==================== alu_result_stage
### M3 wires, alu_result_stage

The bar under the picture is 20 µm long.
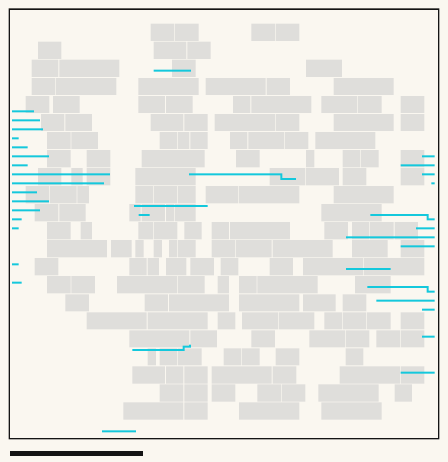

[src/rtl/alu_result_stage.sv]
// Registered result stage behind the ALU: 2-entry skid buffer on a valid/ready
// handshake, plus the architectural {C,V,N,Z} status register fed back as carry.
`ifndef DEFAULT_WIDTH
`define DEFAULT_WIDTH 8
`endif

module alu_result_stage #(
   parameter int n = `DEFAULT_WIDTH,
   parameter int r = 3
) (
   input  logic         clk,
   input  logic         reset_n,
   input  logic         in_valid,
   output logic         in_ready,
   input  logic [n-1:0] in_result,
   input  logic         in_cout,
   input  logic         in_overflow,
   input  logic         in_sign,
   input  logic         in_zero,
   input  logic [3:0]   in_flag_we,
   input  logic [r-1:0] in_dest,
   input  logic         in_wb,
   input  logic         flag_load,
   input  logic [3:0]   flag_data,
   output logic         out_valid,
   input  logic         out_ready,
   output logic [n-1:0] out_result,
   output logic [r-1:0] out_dest,
   output logic         out_wb,
   output logic [3:0]   flags,
   output logic         carry
);

   typedef enum logic [1:0] {EMPTY, ONE, FULL} state_t;

   state_t         state_q;
   logic           in_ready_q;
   logic           out_valid_q;
   logic [n-1:0]   main_result_q, skid_result_q;
   logic [r-1:0]   main_dest_q, skid_dest_q;
   logic           main_wb_q, skid_wb_q;
   logic [3:0]     flags_q, flags_d;
   logic           accept;

   assign accept = in_valid & in_ready_q;

   // Flags track accepted ops immediately so a back-to-back ALU op sees them.
   always_comb begin
      flags_d = flags_q;
      if (accept) begin
         if (in_flag_we[3]) flags_d[3] = in_cout;
         if (in_flag_we[2]) flags_d[2] = in_overflow;
         if (in_flag_we[1]) flags_d[1] = in_sign;
         if (in_flag_we[0]) flags_d[0] = in_zero;
      end
      if (flag_load) flags_d = flag_data;
   end

   always_ff @(posedge clk or negedge reset_n) begin
      if (!reset_n) begin
         state_q       <= EMPTY;
         in_ready_q    <= 1'b1;
         out_valid_q   <= 1'b0;
         main_result_q <= '0;
         main_dest_q   <= '0;
         main_wb_q     <= 1'b0;
         skid_result_q <= '0;
         skid_dest_q   <= '0;
         skid_wb_q     <= 1'b0;
         flags_q       <= 4'b0000;
      end else begin
         flags_q <= flags_d;
         case (state_q)
            EMPTY: begin
               if (accept) begin
                  main_result_q <= in_result;
                  main_dest_q   <= in_dest;
                  main_wb_q     <= in_wb;
                  out_valid_q   <= 1'b1;
                  state_q       <= ONE;
               end
            end
            ONE: begin
               if (accept && out_ready) begin
                  main_result_q <= in_result;
                  main_dest_q   <= in_dest;
                  main_wb_q     <= in_wb;
               end else if (accept) begin
                  skid_result_q <= in_result;
                  skid_dest_q   <= in_dest;
                  skid_wb_q     <= in_wb;
                  in_ready_q    <= 1'b0;
                  state_q       <= FULL;
               end else if (out_ready) begin
                  out_valid_q   <= 1'b0;
                  state_q       <= EMPTY;
               end
            end
            FULL: begin
               // in_ready_q is low here, so no accept can race the skid move.
               if (out_ready) begin
                  main_result_q <= skid_result_q;
                  main_dest_q   <= skid_dest_q;
                  main_wb_q     <= skid_wb_q;
                  in_ready_q    <= 1'b1;
                  state_q       <= ONE;
               end
            end
            default: begin
               state_q     <= EMPTY;
               in_ready_q  <= 1'b1;
               out_valid_q <= 1'b0;
            end
         endcase
      end
   end

   assign in_ready   = in_ready_q;
   assign out_valid  = out_valid_q;
   assign out_result = main_result_q;
   assign out_dest   = main_dest_q;
   assign out_wb     = main_wb_q;
   assign flags      = flags_q;
   assign carry      = flags_q[3];

endmodule

[config.mk]
export PLATFORM = sky130hd
export DESIGN_NAME = alu_result_stage
export DESIGN_NICKNAME = d
export VERILOG_FILES = /design/src/rtl/alu_result_stage.sv
export SDC_FILE = /design/constraint.sdc
export NUM_CORES = 1
export LEC_CHECK = 0
export CAP_MARGIN = 20
export CORE_MARGIN = 2
export CORE_UTILIZATION = 40
export DETAILED_ROUTE_END_ITERATION = 7
export PLACE_DENSITY = 0.81
export SLEW_MARGIN = 20
export SYNTH_ARGS = -nofsm -noshare
export SYNTH_HDL_FRONTEND = slang
export SYNTH_SLANG_ARGS = --single-unit
export TNS_END_PERCENT = 5
[constraint.sdc]
create_clock -name clk -period 2.1 [get_ports clk]
set_input_delay 0.42 -clock clk [delete_from_list [all_inputs] [get_ports clk]]
set_output_delay 0.42 -clock clk [all_outputs]
set_load 0.01 [all_outputs]
==================== flag_unit
<file path="src/rtl/flag_unit.sv">
// NZVC condition-flag producer: tracks in-flight ADDS/SUBS, commits ALU flags, and serves B.cond in decode.
// Optional macro FLAG_BYPASS_EN forwards pending flags to decode instead of stalling the branch.
module flag_unit #(
    parameter int COMMIT_STAGE = 1
) (
    input  logic        clk,
    input  logic        reset,
    input  logic [31:0] id_instruction,
    input  logic        id_valid,
    input  logic        id_stall,
    input  logic        id_flush,
    input  logic        alu_negative,
    input  logic        alu_zero,
    input  logic        alu_overflow,
    input  logic        alu_carry,
    output logic        negative,
    output logic        zero,
    output logic        overflow,
    output logic        carry,
    output logic [3:0]  arch_flags,
    output logic        flag_stall
);

    localparam logic [5:0] OP_ADDS  = 6'b101010;
    localparam logic [5:0] OP_SUBS  = 6'b111010;
    localparam logic [5:0] OP_BCOND = 6'b010101;

    logic       r_exSet;
    logic       r_memSet;
    logic [3:0] r_memFlags;
    logic [3:0] r_archFlags;

    logic [5:0] w_opcode;
    logic       w_isSetFlags;
    logic       w_isBcond;
    logic       w_issue;
    logic       w_flagStall;
    logic [3:0] w_aluFlags;
    logic [3:0] w_seenFlags;
    logic       w_unused;

    assign w_opcode     = id_instruction[31:26];
    assign w_isSetFlags = (w_opcode == OP_ADDS) || (w_opcode == OP_SUBS);
    assign w_isBcond    = (w_opcode == OP_BCOND);
    assign w_aluFlags   = {alu_negative, alu_zero, alu_overflow, alu_carry};
    assign w_issue      = id_valid & ~id_stall & ~id_flush & ~w_flagStall;

    // A setter that does not issue leaves a bubble, so EX never inherits a squashed ADDS/SUBS.
    always_ff @(posedge clk) begin
        if (reset) begin
            r_exSet     <= 1'b0;
            r_memSet    <= 1'b0;
            r_memFlags  <= 4'b0000;
            r_archFlags <= 4'b0000;
        end else begin
            r_exSet <= w_issue & w_isSetFlags;
            if (COMMIT_STAGE == 2) begin
                r_memSet <= r_exSet;
                if (r_exSet) begin
                    r_memFlags <= w_aluFlags;
                end
                if (r_memSet) begin
                    r_archFlags <= r_memFlags;
                end
            end else begin
                r_memSet <= 1'b0;
                if (r_exSet) begin
                    r_archFlags <= w_aluFlags;
                end
            end
        end
    end

`ifdef FLAG_BYPASS_EN
    // Youngest pending setter wins; r_memSet is constant 0 when committing from EX.
    always_comb begin
        w_seenFlags = r_archFlags;
        if (r_exSet) begin
            w_seenFlags = w_aluFlags;
        end else if (r_memSet) begin
            w_seenFlags = r_memFlags;
        end
    end
    assign w_flagStall = 1'b0;
`else
    assign w_seenFlags = r_archFlags;
    assign w_flagStall = id_valid & w_isBcond & (r_exSet | r_memSet);
`endif

    assign w_unused = ^{id_instruction[25:0], r_memFlags, w_isBcond};

    assign negative   = w_seenFlags[3];
    assign zero       = w_seenFlags[2];
    assign overflow   = w_seenFlags[1];
    assign carry      = w_seenFlags[0];
    assign arch_flags = r_archFlags;
    assign flag_stall = w_flagStall;

endmodule

</file>
<file path="config.mk">
export PLATFORM = sky130hd
export DESIGN_NAME = flag_unit
export DESIGN_NICKNAME = d
export VERILOG_FILES = /design/src/rtl/flag_unit.sv
export SDC_FILE = /design/constraint.sdc
export NUM_CORES = 1
export LEC_CHECK = 0
export CAP_MARGIN = 5
export CORE_MARGIN = 3
export CORE_UTILIZATION = 18
export DETAILED_ROUTE_END_ITERATION = 12
export PLACE_DENSITY = 0.77
export SLEW_MARGIN = 20
export SYNTH_ARGS = -nofsm -noshare
export SYNTH_HDL_FRONTEND = slang
export SYNTH_SLANG_ARGS = --single-unit
export TNS_END_PERCENT = 1
</file>
<file path="constraint.sdc">
create_clock -name clk -period 0.97 [get_ports clk]
set_clock_uncertainty 0.1 [all_clocks]
set_input_delay 0.194 -clock clk [delete_from_list [all_inputs] [get_ports clk]]
set_output_delay 0.194 -clock clk [all_outputs]
set_load 0.05 [all_outputs]
</file>
==================== sweep_sequencer
## config.mk

```make
export PLATFORM = sky130hd
export DESIGN_NAME = sweep_sequencer
export DESIGN_NICKNAME = d
export VERILOG_FILES = /design/src/rtl/sweep_pkg.sv /design/src/rtl/sweep_rec_fifo.sv /design/src/rtl/sweep_sequencer.sv
export SDC_FILE = /design/constraint.sdc
export NUM_CORES = 1
export LEC_CHECK = 0
export CAP_MARGIN = 5
export CORE_ASPECT_RATIO = 0.7
export CORE_MARGIN = 5
export CORE_UTILIZATION = 35
export DETAILED_ROUTE_END_ITERATION = 6
export GPL_TIMING_DRIVEN = 0
export PLACE_DENSITY = 0.52
export SLEW_MARGIN = 15
export SYNTH_ARGS = -nofsm -noshare
export SYNTH_HDL_FRONTEND = slang
export SYNTH_SLANG_ARGS = --single-unit
```

## constraint.sdc

```tcl
create_clock -name CK -period 2.3 [get_ports CK]
set_input_delay 0.46 -clock CK [delete_from_list [all_inputs] [get_ports CK]]
set_output_delay 0.46 -clock CK [all_outputs]
set_load 0.005 [all_outputs]
```

## src/rtl/sweep_pkg.sv

```systemverilog
// Shared types for the exhaustive-sweep stimulus engine.
// Holds the FSM state encoding and the {vec, resp, last} record carried by the FIFO.
package sweep_pkg;

    // Widest vector/response one record can carry. Instances narrower than this
    // zero-extend into the record, and the unused upper bits are never read.
    localparam int VEC_MAX  = 32;
    localparam int RESP_MAX = 32;

    typedef enum logic [1:0] {
        IDLE,
        SETTLE,
        SAMPLE,
        DRAIN
    } sweep_state_e;

    typedef struct packed {
        logic [VEC_MAX-1:0]  vec;
        logic [RESP_MAX-1:0] resp;
        logic                last;
    } sweep_rec_t;

endpackage

```

## src/rtl/sweep_rec_fifo.sv

```systemverilog
// DEPTH-entry synchronous record FIFO with flush; head is zero while empty.
// Ports: clk, rst_n (async low), flush, push/wr_rec, pop/rd_rec, full, empty.
module sweep_rec_fifo
    import sweep_pkg::*;
#(
    parameter int DEPTH = 4
) (
    input  logic       clk,
    input  logic       rst_n,
    input  logic       flush,
    input  logic       push,
    input  sweep_rec_t wr_rec,
    input  logic       pop,
    output sweep_rec_t rd_rec,
    output logic       full,
    output logic       empty
);

    localparam int AW = $clog2(DEPTH);
    localparam int CW = AW + 1;

    sweep_rec_t    mem [DEPTH];
    logic [AW-1:0] wr_ptr;
    logic [AW-1:0] rd_ptr;
    logic [CW-1:0] count;
    logic          do_push;
    logic          do_pop;

    assign full    = (count == CW'(DEPTH));
    assign empty   = (count == '0);
    // A pop at full frees no slot until the next cycle.
    assign do_push = push && !full;
    assign do_pop  = pop && !empty;
    assign rd_rec  = empty ? '0 : mem[rd_ptr];

    always_ff @(posedge clk or negedge rst_n) begin
        if (!rst_n) begin
            wr_ptr <= '0;
            rd_ptr <= '0;
            count  <= '0;
        end else if (flush) begin
            wr_ptr <= '0;
            rd_ptr <= '0;
            count  <= '0;
        end else begin
            if (do_push) wr_ptr <= wr_ptr + AW'(1);
            if (do_pop)  rd_ptr <= rd_ptr + AW'(1);
            if (do_push && !do_pop)
                count <= count + CW'(1);
            else if (do_pop && !do_push)
                count <= count - CW'(1);
        end
    end

    always_ff @(posedge clk) begin
        if (do_push && !flush)
            mem[wr_ptr] <= wr_rec;
    end

endmodule

```

## src/rtl/sweep_sequencer.sv

```systemverilog
// Drives every W-bit vector in ascending order, samples the response after a settle
// time and streams {vec, resp, last} records. Ports: CK, reset, start, abort,
// vec_out, resp_in, rec_valid/rec_ready/rec_vec/rec_resp/rec_last, busy, done.
module sweep_sequencer
    import sweep_pkg::*;
#(
    parameter int W      = 7,
    parameter int RW     = 1,
    parameter int SETTLE = 1,
    parameter int DEPTH  = 4
) (
    input  logic          CK,
    input  logic          reset,
    input  logic          start,
    input  logic          abort,
    output logic [W-1:0]  vec_out,
    input  logic [RW-1:0] resp_in,
    output logic          rec_valid,
    input  logic          rec_ready,
    output logic [W-1:0]  rec_vec,
    output logic [RW-1:0] rec_resp,
    output logic          rec_last,
    output logic          busy,
    output logic          done
);

    localparam int SW = (SETTLE > 1) ? $clog2(SETTLE) : 1;
    localparam logic [SW-1:0] RELOAD   = SW'(SETTLE - 1);
    localparam logic [W:0]    LAST_VEC = {1'b0, {W{1'b1}}};

    sweep_state_e  state_q, state_d;
    logic [SW-1:0] scnt_q, scnt_d;
    logic [W:0]    cnt_q, cnt_d;
    logic          done_q, done_d;

    logic          push;
    logic          pop;
    logic          flush;
    logic          full;
    logic          empty;
    logic          is_last;
    sweep_rec_t    wr_rec;
    sweep_rec_t    head;
    logic          unused_hi;

    assign is_last   = (cnt_q == LAST_VEC);
    assign vec_out   = cnt_q[W-1:0];
    assign busy      = (state_q != IDLE);
    assign done      = done_q;
    assign rec_valid = !empty;
    assign pop       = rec_valid && rec_ready;
    assign rec_vec   = head.vec[W-1:0];
    assign rec_resp  = head.resp[RW-1:0];
    assign rec_last  = head.last;
    assign unused_hi = |(head.vec >> W) | |(head.resp >> RW);

    always_comb begin
        wr_rec      = '0;
        wr_rec.vec  = VEC_MAX'(cnt_q[W-1:0]);
        wr_rec.resp = RESP_MAX'(resp_in);
        wr_rec.last = is_last;
    end

    // The state literal SETTLE is shadowed by the parameter of the same name,
    // so it is always referenced through the package scope.
    always_comb begin
        state_d = state_q;
        scnt_d  = scnt_q;
        cnt_d   = cnt_q;
        done_d  = 1'b0;
        push    = 1'b0;
        flush   = 1'b0;
        if (abort && state_q != IDLE) begin
            state_d = IDLE;
            cnt_d   = '0;
            flush   = 1'b1;
        end else begin
            unique case (state_q)
                IDLE: begin
                    if (start && !abort) begin
                        state_d = sweep_pkg::SETTLE;
                        scnt_d  = RELOAD;
                        cnt_d   = '0;
                    end
                end
                sweep_pkg::SETTLE: begin
                    if (scnt_q == '0)
                        state_d = SAMPLE;
                    else
                        scnt_d = scnt_q - SW'(1);
                end
                SAMPLE: begin
                    if (!full) begin
                        push = 1'b1;
                        if (is_last) begin
                            state_d = DRAIN;
                        end else begin
                            cnt_d   = cnt_q + (W+1)'(1);
                            scnt_d  = RELOAD;
                            state_d = sweep_pkg::SETTLE;
                        end
                    end
                end
                DRAIN: begin
                    // Leaving on the pop of the last record puts done and the
                    // falling busy in the cycle right after that pop.
                    if (empty || (pop && head.last)) begin
                        state_d = IDLE;
                        cnt_d   = '0;
                        done_d  = 1'b1;
                    end
                end
                default: state_d = IDLE;
            endcase
        end
    end

    always_ff @(posedge CK or negedge reset) begin
        if (!reset) begin
            state_q <= IDLE;
            scnt_q  <= '0;
            cnt_q   <= '0;
            done_q  <= 1'b0;
        end else begin
            state_q <= state_d;
            scnt_q  <= scnt_d;
            cnt_q   <= cnt_d;
            done_q  <= done_d;
        end
    end

    sweep_rec_fifo #(
        .DEPTH (DEPTH)
    ) u_fifo (
        .clk    (CK),
        .rst_n  (reset),
        .flush  (flush),
        .push   (push),
        .wr_rec (wr_rec),
        .pop    (pop),
        .rd_rec (head),
        .full   (full),
        .empty  (empty)
    );

endmodule

```

### Track usage over the die, flag_unit

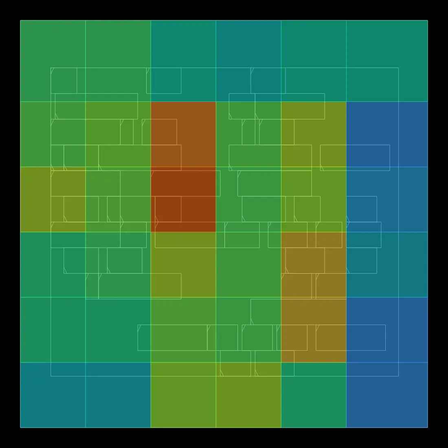
Avg WL per Cell: 11.9 µm
grt met3 use: 6.78%

### M2 wires, flag_unit

The bar under the picture is 10 µm long.
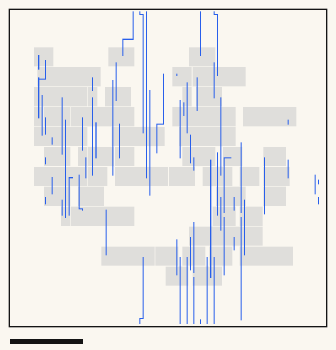
The layer holds 53% of the routed length. 55 nets have wire on it. The layer carries 402 µm of wire. The longest straight run is 22.6 µm.

==> impl.org, flag_unit <==
#+TITLE: Flow metrics

** Route
- In the detailed route, the total length drawn on met3 is 79 µm.
- Post-detailed-route via-to-cell ratio :: 4.16

** Final timing
- Setup slack on the critical path of the routed design comes to -287 ps.
- In the final report, the number of endpoints failing setup comes to 9.
- Per the timing report, the achievable frequency comes out to roughly 0.8 GHz.
- Sum Neg Setup Slack :: -905 ps

** Logic synthesis
- Area fraction in full adders, half adders and majority gates :: 0%
- Summed over its instances, the top area cell type makes up approximately two fifths of the synthesized netlist area.
- Sequential area share after synthesis :: between 40% and 50%
- Counting flops and latches in the post-synthesis netlist gives 5.
- For reference, XOR and XNOR gates occupy 0% of the area reported after synthesis.

** Outcome
- The final reports fail on setup timing.
- The run finished, with violations left.

** Power
- Internal power summed over all cells :: 0.404 mW
- Flop pwr share :: 38.1%

** Global routing
- After global routing, the most crowded layer is met2.
- The first global-routing pass estimated 1170 µm of wire.
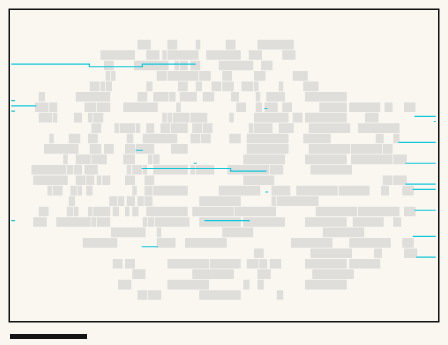
*M3 wires, sweep_sequencer*
The bar under the picture is 20 µm long.
16 nets have wire on it. The layer carries 160 µm of wire. The layer holds 3.2% of the routed length. The longest straight run is 23.0 µm.

### Track usage over the die, sweep_sequencer

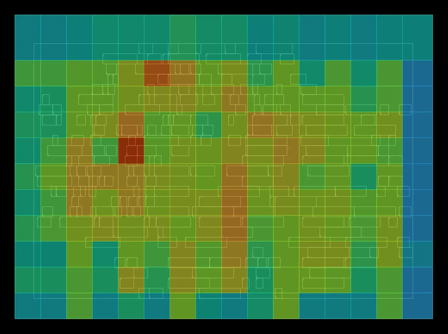
global routing met2 resource utilization: 18.2%
Avg WL per Cell: 15.4 µm
share of the core filled with cells in the final layout: 45.3%
met1 Track Usage GR: 16.9%
grt met3 use: 2.90%

==> impl.org, sweep_sequencer <==
#+TITLE: Flow metrics

** Logic synthesis
- Share of flip-flops with an asynchronous set or reset after synthesis :: 33.3%
- In this run, the synthesized area fraction spent on and/or/nand/nor cells is recorded as roughly an eighth.
- Post-synth design cell area :: 2530 µm²

** Finish
- Clock tree buffers and inverters occupy 2.73% of the routed design's cell area.
- Multi-input combinational area share :: 28.3%
- In the finished layout, the clock tree contains a buffer count of 6.
- Finished Cell Area :: 3120 µm²

** Clock network
- Post-CTS Setup Bufs :: 9
- Per the TritonCTS log, the buffer count is 5.

** Critical path
- Walking the critical path from launch to capture passes 7 cell instances.

** Power
- Pleak :: 1.19 nW
- Internal power summed over all cells :: 2.19 mW

** Floorplan
- The floorplan step set the die height to a little over 80 µm.

** Outcome
- The run finished with clean final reports.

** Place
- Port buffer count :: 24

** Global routing
- First-pass GRT wire length :: between 8000 and 9000 µm
### M2 wires, alu_result_stage

The bar under the picture is 20 µm long.
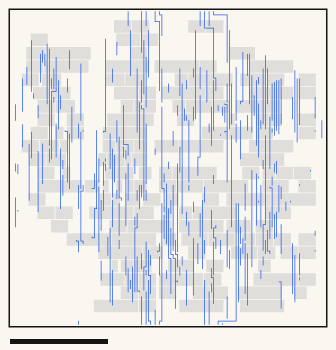
The longest straight run is 26.5 µm. The wires run mostly vertical. The layer holds 51% of the routed length.

Notes on 'M3 wires' of alu_result_stage above:
33 nets have wire on it. The layer carries 186 µm of wire.

==> impl.org, alu_result_stage <==
#+TITLE: Flow metrics

** Outcome
- The flow ran to the end, and the final reports show no timing, DRC or antenna violations.

** Finish
- For this run, the post-layout net count is 189.

** Final timing
- RSZ-0062 raised after global routing :: false
- Setup-violating endpoint count in the final report :: 0

** Power
- Total power consumption of the routed design :: 1.23 mW
- Reported sequential group power :: 0.629 mW
- Clock Power :: 0.479 mW

** Route
- Initial DRC count :: a little over 50
- The routed design uses 1720 µm of met2 wire.

** Floorplan
- According to the floorplan log, the row count is 22.

** Logic synthesis
- Most area-hungry cell type in the Yosys netlist :: dfrtp_1

** Critical path
- Setup slack of the most critical reg-to-reg path :: 450 ps
- In this run the worst path has a maximum fanout of 10.
- Per the STA report, the cell with the highest stage delay on the worst path is dfstp_2.

** Global routing
- Entering global routing, the biggest net connects 33 pins.
- The number of antenna violations at the first check in global routing came to 0.
- Number of global-route vias before repair :: ~1200

## Gallery

Pin map.
shot_01.png
The bar under the picture is 10 µm long. Pins as bars across the die edge, other pins in grey.
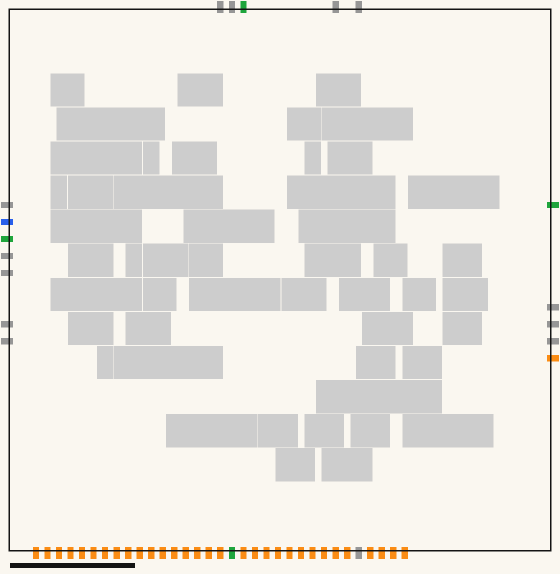
shot_02.png
The bar under the picture is 20 µm long. Pins as bars across the die edge, other pins in grey.
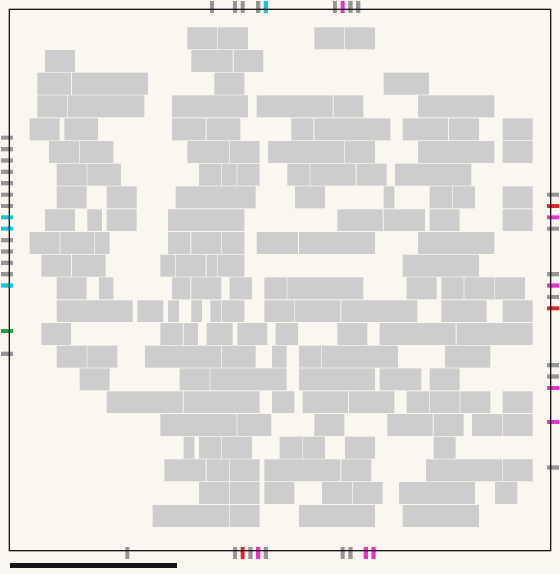
shot_03.png
The bar under the picture is 20 µm long. Pins as bars across the die edge, other pins in grey.
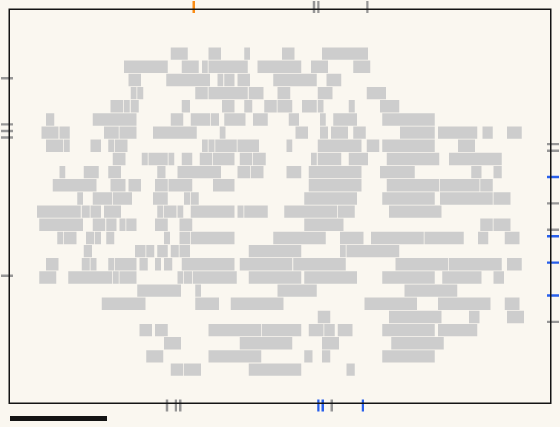
- shot_03.png = sweep_sequencer
- shot_02.png = alu_result_stage
- shot_01.png = flag_unit

Key to shot_02.png:
Key: flags = cyan [pins 4, direction output, edge 3 west, 1 north]; in_dest = red [pins 3, direction input, edge 2 east, 1 south]; out_result = magenta [pins 8, direction output, edge 4 east, 3 south, 1 north]; out_ready = green [pins 1, direction input, edge west]


==================== dmem_access_ctrl
### Track usage over the die, dmem_access_ctrl

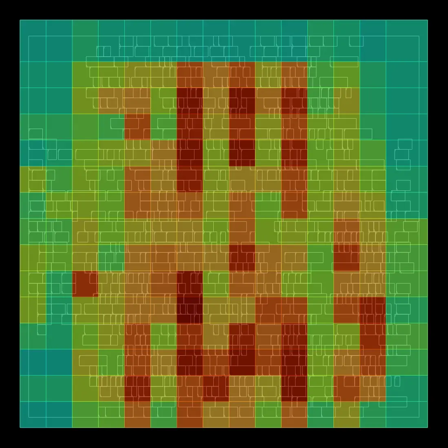

### config.mk
export PLATFORM = sky130hd
export DESIGN_NAME = dmem_access_ctrl
export DESIGN_NICKNAME = d
export VERILOG_FILES = /design/src/rtl/dmem_pkg.sv /design/src/rtl/dmem_access_ctrl_lane_align.sv /design/src/rtl/dmem_access_ctrl.sv
export SDC_FILE = /design/constraint.sdc
export NUM_CORES = 1
export LEC_CHECK = 0
export CAP_MARGIN = 20
export CORE_MARGIN = 2
export CORE_UTILIZATION = 40
export CTS_BUF_LIST = sky130_fd_sc_hd__clkbuf_4 sky130_fd_sc_hd__clkbuf_8
export DETAILED_ROUTE_END_ITERATION = 16
export GPL_ROUTABILITY_DRIVEN = 0
export PLACE_DENSITY = 0.77
export REMOVE_ABC_BUFFERS = 1
export SKIP_LAST_GASP = 1
export SYNTH_ARGS = -nofsm -noshare
export SYNTH_HDL_FRONTEND = slang
export SYNTH_SLANG_ARGS = --single-unit
### constraint.sdc
create_clock -name clk -period 7.3 [get_ports clk]
set_clock_uncertainty 0.2 [all_clocks]
set_input_delay 1.46 -clock clk [delete_from_list [all_inputs] [get_ports clk]]
set_output_delay 1.46 -clock clk [all_outputs]
set_load 0.01 [all_outputs]
### src/rtl/dmem_pkg.sv
// Shared definitions for the data-memory access controller: RV32I load/store
// funct3 encodings, the controller state type, and the lane helper functions.
package dmem_pkg;

    localparam logic [2:0] F3_LB  = 3'b000;
    localparam logic [2:0] F3_LH  = 3'b001;
    localparam logic [2:0] F3_LW  = 3'b010;
    localparam logic [2:0] F3_LBU = 3'b100;
    localparam logic [2:0] F3_LHU = 3'b101;
    localparam logic [2:0] F3_SB  = 3'b000;
    localparam logic [2:0] F3_SH  = 3'b001;
    localparam logic [2:0] F3_SW  = 3'b010;

    typedef enum logic [2:0] {
        ST_IDLE,
        ST_RD0,
        ST_RD1,
        ST_WR1,
        ST_RESP
    } state_t;

    // Byte-lane mask of an access of the given size code, before shifting by offset.
    function automatic logic [3:0] size_mask(input logic [1:0] sz);
        case (sz)
            2'b00:   return 4'b0001;
            2'b01:   return 4'b0011;
            2'b10:   return 4'b1111;
            default: return 4'b0000;
        endcase
    endfunction

    // Size in bytes for the size code (0 for the reserved code).
    function automatic logic [2:0] size_bytes(input logic [1:0] sz);
        case (sz)
            2'b00:   return 3'd1;
            2'b01:   return 3'd2;
            2'b10:   return 3'd4;
            default: return 3'd0;
        endcase
    endfunction

    // An access crosses a word boundary when its last byte lies beyond lane 3.
    function automatic logic is_split(input logic [1:0] off, input logic [1:0] sz);
        return ({1'b0, off} + size_bytes(sz)) > 3'd4;
    endfunction

    function automatic logic legal_funct3(input logic we, input logic [2:0] f3);
        if (we) begin
            return (f3 == F3_SB) || (f3 == F3_SH) || (f3 == F3_SW);
        end
        return (f3 == F3_LB) || (f3 == F3_LH) || (f3 == F3_LW) ||
               (f3 == F3_LBU) || (f3 == F3_LHU);
    endfunction

endpackage

### src/rtl/dmem_access_ctrl_lane_align.sv
// Combinational byte-lane steering: store enables/data for both beats of an
// access, and load-data shift plus sign/zero extension from a word pair.
module dmem_access_ctrl_lane_align
    import dmem_pkg::*;
(
    input  logic [1:0]  off_i,
    input  logic [2:0]  funct3_i,
    input  logic [31:0] wdata_i,
    input  logic [31:0] word0_i,
    input  logic [31:0] word1_i,
    output logic [3:0]  we0_o,
    output logic [31:0] wdata0_o,
    output logic [3:0]  we1_o,
    output logic [31:0] wdata1_o,
    output logic [31:0] load_o
);

    logic [7:0]  mask8;
    logic [63:0] data64;
    logic [31:0] shifted;

    // The upper halves of the shifted mask/data are exactly the second-beat lanes.
    assign mask8    = {4'b0000, size_mask(funct3_i[1:0])} << off_i;
    assign data64   = {32'b0, wdata_i} << {off_i, 3'b000};
    assign we0_o    = mask8[3:0];
    assign we1_o    = mask8[7:4];
    assign wdata0_o = data64[31:0];
    assign wdata1_o = data64[63:32];

    assign shifted  = 32'({word1_i, word0_i} >> {off_i, 3'b000});

    // Extend the low byte/half of the shifted pair according to the load type.
    always_comb begin
        // NOTE: assigning a default first keeps this block free of inferred latches.
        load_o = shifted;
        case (funct3_i)
            F3_LB:   load_o = {{24{shifted[7]}}, shifted[7:0]};
            F3_LH:   load_o = {{16{shifted[15]}}, shifted[15:0]};
            F3_LBU:  load_o = {24'b0, shifted[7:0]};
            F3_LHU:  load_o = {16'b0, shifted[15:0]};
            default: load_o = shifted;
        endcase
    end

endmodule

### src/rtl/dmem_access_ctrl.sv
// Load/store sequencer between the MEM stage and BRAM port B (1-cycle read
// latency, byte write enables). Word-crossing accesses are split into two
// beats when DMEM_MISALIGN_EN is defined; otherwise they fault.
module dmem_access_ctrl
    import dmem_pkg::*;
#(
    parameter int ADDR_W = 12
) (
    input  logic              clk,
    input  logic              rst,
    input  logic              req_valid,
    output logic              req_ready,
    input  logic              req_we,
    input  logic [2:0]        req_funct3,
    input  logic [31:0]       req_addr,
    input  logic [31:0]       req_wdata,
    output logic              resp_valid,
    output logic [31:0]       resp_rdata,
    output logic              resp_fault,
    output logic              mem_en,
    output logic [ADDR_W-1:0] mem_addr,
    output logic [3:0]        mem_we,
    output logic [31:0]       mem_wdata,
    input  logic [31:0]       mem_rdata
);

    state_t              state_q, state_d;
    logic [1:0]          off_q, off_d;
    logic [2:0]          funct3_q, funct3_d;
    logic [ADDR_W-1:0]   widx_q, widx_d;
    logic [31:0]         wdata_q, wdata_d;
    logic                split_q, split_d;
    logic [31:0]         word0_q, word0_d;
    logic [31:0]         rdata_q, rdata_d;
    logic                fault_q, fault_d;

    logic [1:0]          req_off;
    logic [ADDR_W-1:0]   req_widx;
    logic                req_split;
    logic                req_fault;
    logic [ADDR_W-1:0]   widx_inc;
    logic                unused_addr_hi;

    logic [1:0]          la_off;
    logic [2:0]          la_funct3;
    logic [31:0]         la_wdata;
    logic [31:0]         la_word0;
    logic [31:0]         la_word1;
    logic [3:0]          la_we0, la_we1;
    logic [31:0]         la_wdata0, la_wdata1;
    logic [31:0]         la_load;

    assign req_off        = req_addr[1:0];
    assign req_widx       = req_addr[ADDR_W+1:2];
    assign req_split      = is_split(req_off, req_funct3[1:0]);
    assign unused_addr_hi = ^req_addr[31:ADDR_W+2];
    assign widx_inc       = widx_q + ADDR_W'(1);

`ifdef DMEM_MISALIGN_EN
    assign req_fault = !legal_funct3(req_we, req_funct3);
`else
    assign req_fault = !legal_funct3(req_we, req_funct3) || req_split;
`endif

    // Beat 0 is steered from the live request; later beats from the latched copy.
    assign la_off    = (state_q == ST_IDLE) ? req_off    : off_q;
    assign la_funct3 = (state_q == ST_IDLE) ? req_funct3 : funct3_q;
    assign la_wdata  = (state_q == ST_IDLE) ? req_wdata  : wdata_q;
    assign la_word0  = (state_q == ST_RD1)  ? word0_q    : mem_rdata;
    assign la_word1  = (state_q == ST_RD1)  ? mem_rdata  : 32'b0;

    dmem_access_ctrl_lane_align u_lane_align (
        .off_i    (la_off),
        .funct3_i (la_funct3),
        .wdata_i  (la_wdata),
        .word0_i  (la_word0),
        .word1_i  (la_word1),
        .we0_o    (la_we0),
        .wdata0_o (la_wdata0),
        .we1_o    (la_we1),
        .wdata1_o (la_wdata1),
        .load_o   (la_load)
    );

    assign req_ready  = (state_q == ST_IDLE);
    assign resp_valid = (state_q == ST_RESP);
    assign resp_rdata = rdata_q;
    assign resp_fault = fault_q;

    // Next-state, request latching and BRAM port drive for each beat.
    always_comb begin
        state_d   = state_q;
        off_d     = off_q;
        funct3_d  = funct3_q;
        widx_d    = widx_q;
        wdata_d   = wdata_q;
        split_d   = split_q;
        word0_d   = word0_q;
        rdata_d   = rdata_q;
        fault_d   = fault_q;
        mem_en    = 1'b0;
        mem_addr  = '0;
        mem_we    = 4'b0000;
        mem_wdata = 32'b0;

        case (state_q)
            ST_IDLE: begin
                if (req_valid) begin
                    off_d    = req_off;
                    funct3_d = req_funct3;
                    widx_d   = req_widx;
                    wdata_d  = req_wdata;
                    split_d  = req_split;
                    rdata_d  = 32'b0;
                    fault_d  = req_fault;
                    if (req_fault) begin
                        state_d = ST_RESP;
                    end else if (req_we) begin
                        mem_en    = 1'b1;
                        mem_addr  = req_widx;
                        mem_we    = la_we0;
                        mem_wdata = la_wdata0;
`ifdef DMEM_MISALIGN_EN
                        state_d   = req_split ? ST_WR1 : ST_RESP;
`else
                        state_d   = ST_RESP;
`endif
                    end else begin
                        mem_en   = 1'b1;
                        mem_addr = req_widx;
                        state_d  = ST_RD0;
                    end
                end
            end
            ST_RD0: begin
`ifdef DMEM_MISALIGN_EN
                if (split_q) begin
                    word0_d  = mem_rdata;
                    mem_en   = 1'b1;
                    mem_addr = widx_inc;
                    state_d  = ST_RD1;
                end else begin
                    rdata_d = la_load;
                    state_d = ST_RESP;
                end
`else
                rdata_d = la_load;
                state_d = ST_RESP;
`endif
            end
`ifdef DMEM_MISALIGN_EN
            ST_RD1: begin
                rdata_d = la_load;
                state_d = ST_RESP;
            end
            ST_WR1: begin
                mem_en    = 1'b1;
                mem_addr  = widx_inc;
                mem_we    = la_we1;
                mem_wdata = la_wdata1;
                state_d   = ST_RESP;
            end
`endif
            ST_RESP: begin
                state_d = ST_IDLE;
            end
            default: begin
                state_d = ST_IDLE;
            end
        endcase
    end

    // State and latched-request registers with synchronous reset.
    always_ff @(posedge clk) begin
        // NOTE: sequential state uses non-blocking assignments so every register samples pre-edge values.
        if (rst) begin
            state_q  <= ST_IDLE;
            off_q    <= 2'b00;
            funct3_q <= 3'b000;
            widx_q   <= '0;
            wdata_q  <= 32'b0;
            split_q  <= 1'b0;
            word0_q  <= 32'b0;
            rdata_q  <= 32'b0;
            fault_q  <= 1'b0;
        end else begin
            state_q  <= state_d;
            off_q    <= off_d;
            funct3_q <= funct3_d;
            widx_q   <= widx_d;
            wdata_q  <= wdata_d;
            split_q  <= split_d;
            word0_q  <= word0_d;
            rdata_q  <= rdata_d;
            fault_q  <= fault_d;
        end
    end

endmodule

==================== vc_output_arbiter
--- config.mk ---
export PLATFORM = sky130hd
export DESIGN_NAME = vc_output_arbiter
export DESIGN_NICKNAME = d
export VERILOG_FILES = /design/src/rtl/vc_output_arbiter.sv
export SDC_FILE = /design/constraint.sdc
export NUM_CORES = 1
export LEC_CHECK = 0
export ABC_AREA = 0
export CAP_MARGIN = 20
export CORE_ASPECT_RATIO = 0.5
export CORE_UTILIZATION = 35
export DETAILED_ROUTE_END_ITERATION = 10
export PLACE_DENSITY_LB_ADDON = 0.15
export REMOVE_ABC_BUFFERS = 1
export SETUP_SLACK_MARGIN = 0.02
export SLEW_MARGIN = 20
export SYNTH_ARGS = -nofsm -noshare
export SYNTH_HDL_FRONTEND = slang
export SYNTH_SLANG_ARGS = --single-unit
--- constraint.sdc ---
create_clock -name clk -period 8.6 [get_ports clk]
set_input_delay 1.72 -clock clk [delete_from_list [all_inputs] [get_ports clk]]
set_output_delay 1.72 -clock clk [all_outputs]
set_load 0.005 [all_outputs]
--- src/rtl/vc_output_arbiter.sv ---
// vc_output_arbiter: per-output-port scheduler for the mesh router.
//
// NUM_REQ input requesters (N, S, E, W, PE) share one outbound link.
// There are two single-flit buffers, one per virtual channel (VC0 even, VC1 odd).
// Each cycle the fill VC is P = polarity and the drain VC is ~P, so fill and
// drain never touch the same buffer. Each VC has its own round-robin pointer.
//
// Ports:
//   clk       in   system clock, rising edge
//   reset     in   synchronous active-low reset
//   polarity  in   global even/odd phase; selects the fill VC
//   req       in   [NUM_REQ] per-input request for this output
//   req_data  in   [NUM_REQ*DATA_WIDTH] flit i at [i*DATA_WIDTH +: DATA_WIDTH];
//                  the MSB is the flit's VC bit
//   gnt       out  [NUM_REQ] one-hot combinational grant; requester dequeues on the edge
//   out_so    out  registered send strobe to the neighbour
//   out_do    out  [DATA_WIDTH] registered flit to the neighbour
//   out_ri    in   downstream ready for VC ~polarity
//   buf_full  out  [2] bit v set when the VC v buffer is occupied
//
// Optional build macro VC_ARB_STATS_EN adds the saturating 16-bit counters
// gnt_cnt0, gnt_cnt1 (grants per VC) and stall_cnt (cycles where the drain
// buffer is full and out_ri is low).
module vc_output_arbiter #(
  parameter int unsigned DATA_WIDTH = 64,
  parameter int unsigned NUM_REQ    = 5
) (
  input  logic                          clk,
  input  logic                          reset,
  input  logic                          polarity,
  input  logic [NUM_REQ-1:0]            req,
  input  logic [NUM_REQ*DATA_WIDTH-1:0] req_data,
  output logic [NUM_REQ-1:0]            gnt,
  output logic                          out_so,
  output logic [DATA_WIDTH-1:0]         out_do,
  input  logic                          out_ri,
  output logic [1:0]                    buf_full
`ifdef VC_ARB_STATS_EN
  ,
  output logic [15:0]                   gnt_cnt0,
  output logic [15:0]                   gnt_cnt1,
  output logic [15:0]                   stall_cnt
`endif
);

  localparam int unsigned IdxW = (NUM_REQ > 1) ? $clog2(NUM_REQ) : 1;
  localparam int unsigned SumW = IdxW + 1;

  logic [DATA_WIDTH-1:0] flit [NUM_REQ];
  logic [NUM_REQ-1:0]    elig;

  logic [DATA_WIDTH-1:0] buf0_q, buf1_q;
  logic [1:0]            buf_full_q, buf_full_d;
  logic [IdxW-1:0]       ptr0_q, ptr1_q;
  logic                  out_so_q;
  logic [DATA_WIDTH-1:0] out_do_q;

  logic                  grant_valid;
  logic [IdxW-1:0]       grant_idx;
  logic [IdxW-1:0]       fill_ptr;
  logic [IdxW-1:0]       ptr_next;
  logic [SumW-1:0]       scan_sum;
  logic [IdxW-1:0]       scan_idx;
  logic                  drain_en;

  // Only requests whose VC bit matches the current fill VC are eligible.
  for (genvar i = 0; i < int'(NUM_REQ); i++) begin : g_req
    assign flit[i] = req_data[i*DATA_WIDTH +: DATA_WIDTH];
    assign elig[i] = req[i] & (flit[i][DATA_WIDTH-1] == polarity);
  end

  // Round-robin scan from the fill VC's pointer, wrapping at NUM_REQ.
  always_comb begin
    fill_ptr    = polarity ? ptr1_q : ptr0_q;
    grant_valid = 1'b0;
    grant_idx   = '0;
    scan_sum    = '0;
    scan_idx    = '0;
    for (int k = 0; k < int'(NUM_REQ); k++) begin
      scan_sum = {1'b0, fill_ptr} + SumW'(k);
      if (scan_sum >= SumW'(NUM_REQ)) scan_sum = scan_sum - SumW'(NUM_REQ);
      scan_idx = scan_sum[IdxW-1:0];
      if (!grant_valid && elig[scan_idx]) begin
        grant_valid = 1'b1;
        grant_idx   = scan_idx;
      end
    end
    // A full fill buffer, or reset held low, blocks any grant.
    if (!reset || buf_full_q[polarity]) grant_valid = 1'b0;
    gnt = '0;
    if (grant_valid) gnt[grant_idx] = 1'b1;
  end

  always_comb begin
    ptr_next   = (grant_idx == IdxW'(NUM_REQ - 1)) ? '0 : grant_idx + 1'b1;
    drain_en   = buf_full_q[~polarity] & out_ri;
    buf_full_d = buf_full_q;
    if (grant_valid) buf_full_d[polarity] = 1'b1;
    if (drain_en)    buf_full_d[~polarity] = 1'b0;
  end

  always_ff @(posedge clk) begin
    if (!reset) begin
      buf0_q     <= '0;
      buf1_q     <= '0;
      buf_full_q <= 2'b00;
      ptr0_q     <= '0;
      ptr1_q     <= '0;
      out_so_q   <= 1'b0;
      out_do_q   <= '0;
    end else begin
      buf_full_q <= buf_full_d;
      out_so_q   <= drain_en;
      if (drain_en) out_do_q <= polarity ? buf0_q : buf1_q;
      if (grant_valid) begin
        if (polarity) begin
          buf1_q <= flit[grant_idx];
          ptr1_q <= ptr_next;
        end else begin
          buf0_q <= flit[grant_idx];
          ptr0_q <= ptr_next;
        end
      end
    end
  end

  assign out_so   = out_so_q;
  assign out_do   = out_do_q;
  assign buf_full = buf_full_q;

`ifdef VC_ARB_STATS_EN
  logic [15:0] gnt_cnt0_q, gnt_cnt1_q, stall_cnt_q;
  logic        stall_evt;

  assign stall_evt = buf_full_q[~polarity] & ~out_ri;

  always_ff @(posedge clk) begin
    if (!reset) begin
      gnt_cnt0_q  <= '0;
      gnt_cnt1_q  <= '0;
      stall_cnt_q <= '0;
    end else begin
      if (grant_valid && !polarity && gnt_cnt0_q != 16'hFFFF) gnt_cnt0_q <= gnt_cnt0_q + 16'd1;
      if (grant_valid && polarity && gnt_cnt1_q != 16'hFFFF)  gnt_cnt1_q <= gnt_cnt1_q + 16'd1;
      if (stall_evt && stall_cnt_q != 16'hFFFF)               stall_cnt_q <= stall_cnt_q + 16'd1;
    end
  end

  assign gnt_cnt0  = gnt_cnt0_q;
  assign gnt_cnt1  = gnt_cnt1_q;
  assign stall_cnt = stall_cnt_q;
`endif

endmodule


==> screenshots <==
M2 wires.
(a)
The bar under the picture is 100 µm long.
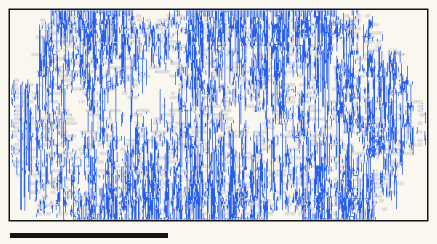
(b)
The bar under the picture is 20 µm long.
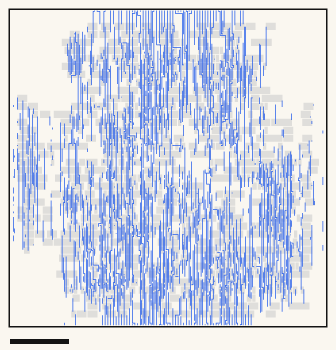
dmem_access_ctrl -> (b)
vc_output_arbiter -> (a)
- largest die: (a)

Key to (a):
1726 nets have wire on it. The layer holds 49% of the routed length. The layer carries 23.2 mm of wire.

### M3 wires, vc_output_arbiter

The bar under the picture is 100 µm long.
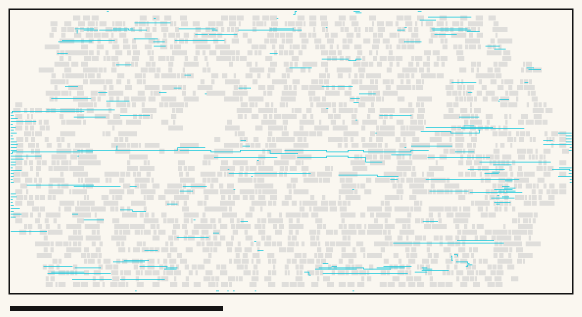
140 nets have wire on it. The longest straight run is 51.5 µm. The layer carries 2050 µm of wire.

==> impl.org, vc_output_arbiter <==
#+TITLE: Flow metrics

** Logic synthesis
- The largest total area in the synthesized netlist belongs to dfxtp_1.
- Top-area cell type share of the netlist area :: 33.5%
- Mean post-synth cell area :: 7.73 µm²
- After Yosys synthesis, full adders, half adders and majority gates account for 1.15% of the synthesized area.
- Aoi share :: 37.6%

** Route
- Avg WL per Cell :: 20.8 µm

** Finish
- Logic area :: 7220 µm²
- Finished Cell Area :: 16800 µm²

** Outcome
- Outcome :: completed

** Critical path
- Critical Path Sink :: gnt[0]

** Clock network
- In this run the post-CTS setup repair buffer count came out at 0.
- TritonCTS built the clock tree.
- Clock root cell :: clkbuf_16
- Total of cells resized after clock tree synthesis :: 0

** Floorplan
- Die boundary width :: 264 µm

** Global routing
- The global routing report lists met3 layer usage as between 2 and 3%.

** Final timing
- Setup-violating endpoint count in the final report :: 0
- Final period utilization :: 93.5%
### Signal wires on met1, dmem_access_ctrl

The bar under the picture is 20 µm long.
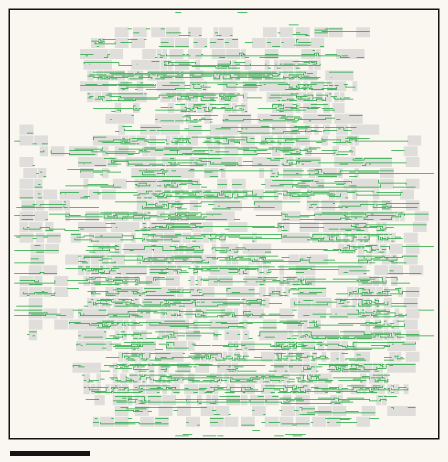
760 nets have wire on it. The wires run mostly horizontal. The layer holds 41% of the routed length. The longest straight run is 40.0 µm. The layer carries 6230 µm of wire.

### M3 wires, dmem_access_ctrl

The bar under the picture is 20 µm long.
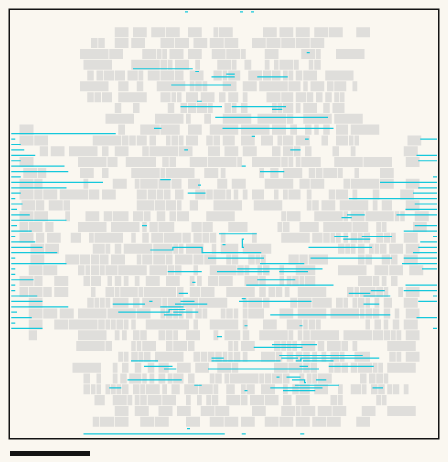
The layer carries 1110 µm of wire. 119 nets have wire on it.

Notes on 'Track usage over the die' of dmem_access_ctrl above:
share of the core filled with cells in the final layout: 59.8%
busiest layer in global routing: met2
Avg WL per Cell: 16.9 µm

==> impl.org, dmem_access_ctrl <==
#+TITLE: Flow metrics

** Global routing
- Global routing used 4.24% of the available met3 tracks.
- Total Routing Usage GR :: between 20% and 30%
- Global routing met2 resource utilization :: 43.5%
- Entering global routing, the biggest net connects about 50 pins.

** Run
- In this run the tools logged warnings totalling 46.

** Finish
- The most common logic cells in the final layout are clkdlybuf4s50_1, nand2_1, a21oi_1, dfxtp_1, nand3_1.
- The post-route netlist has 8.26% of its cells at a drive strength greater than 1.
- The layout report lists the clock-cell share of area as 3.25%.
- Sequential cell area :: 1280 µm²

** Critical path
- Buffers & Inverters on Critical Path :: 5
- STA puts the critical path data required time at 5640 ps.
- Startpoint type of the worst setup path :: input port
- Critical path launch point :: req_addr[1]
- The slowest stage of the critical path is the fa_1 cell.

** Logic synthesis
- Mux cell area share after synthesis :: under 10%
- XOR/XNOR Fraction of Synth Area :: 0.204%

** Final timing
- Sum Neg Setup Slack :: 0 ps

** Floorplan
- Number of top-level pins :: 187

** Place
- Placed cell areas :: 5990 µm²
- OpenSTA, run right after detailed placement, puts the worst setup slack at 775 ps.

** Route
- After detailed routing, the total wire length is 15200 µm.
- For this run, the detailed router's first-pass iteration total came to 5.
- In the detailed route, the total length drawn on met2 is between 7000 and 8000 µm.

** Outcome
- The run finished with clean final reports.

** Clock network
- According to the CTS report, the clock sink count is 64.


==> layout pictures side by side <==
Signal wires on met1.
panel A
The bar under the picture is 10 µm long.
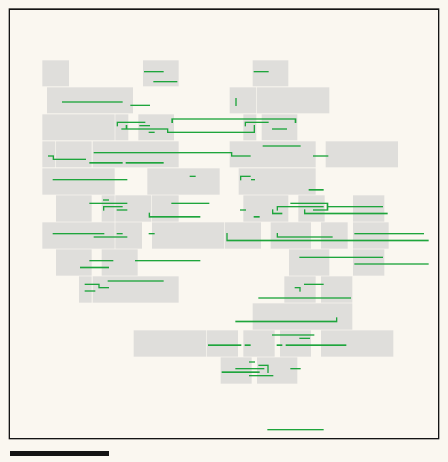
panel B
The bar under the picture is 20 µm long.
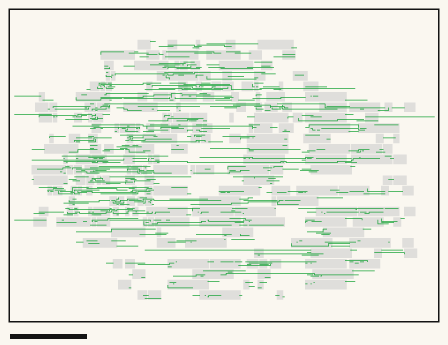
panel C
The bar under the picture is 20 µm long.
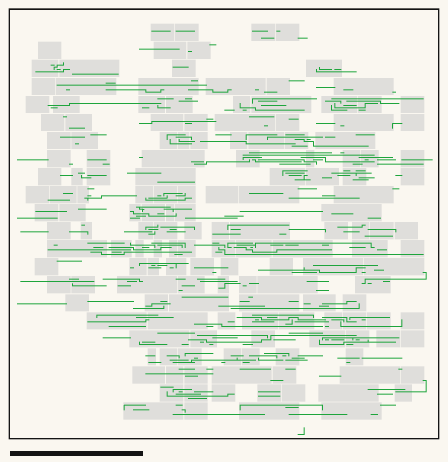
panel D
The bar under the picture is 100 µm long.
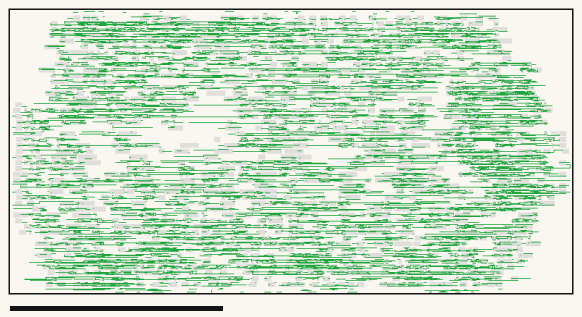
Of these, smallest die: panel A
Of these, largest die: panel D
| picture | from |
|---|---|
| panel D | vc_output_arbiter |
| panel A | flag_unit |
| panel C | alu_result_stage |
| panel B | sweep_sequencer |

Power figures rest on the tool's default switching activity, not on a simulated workload.
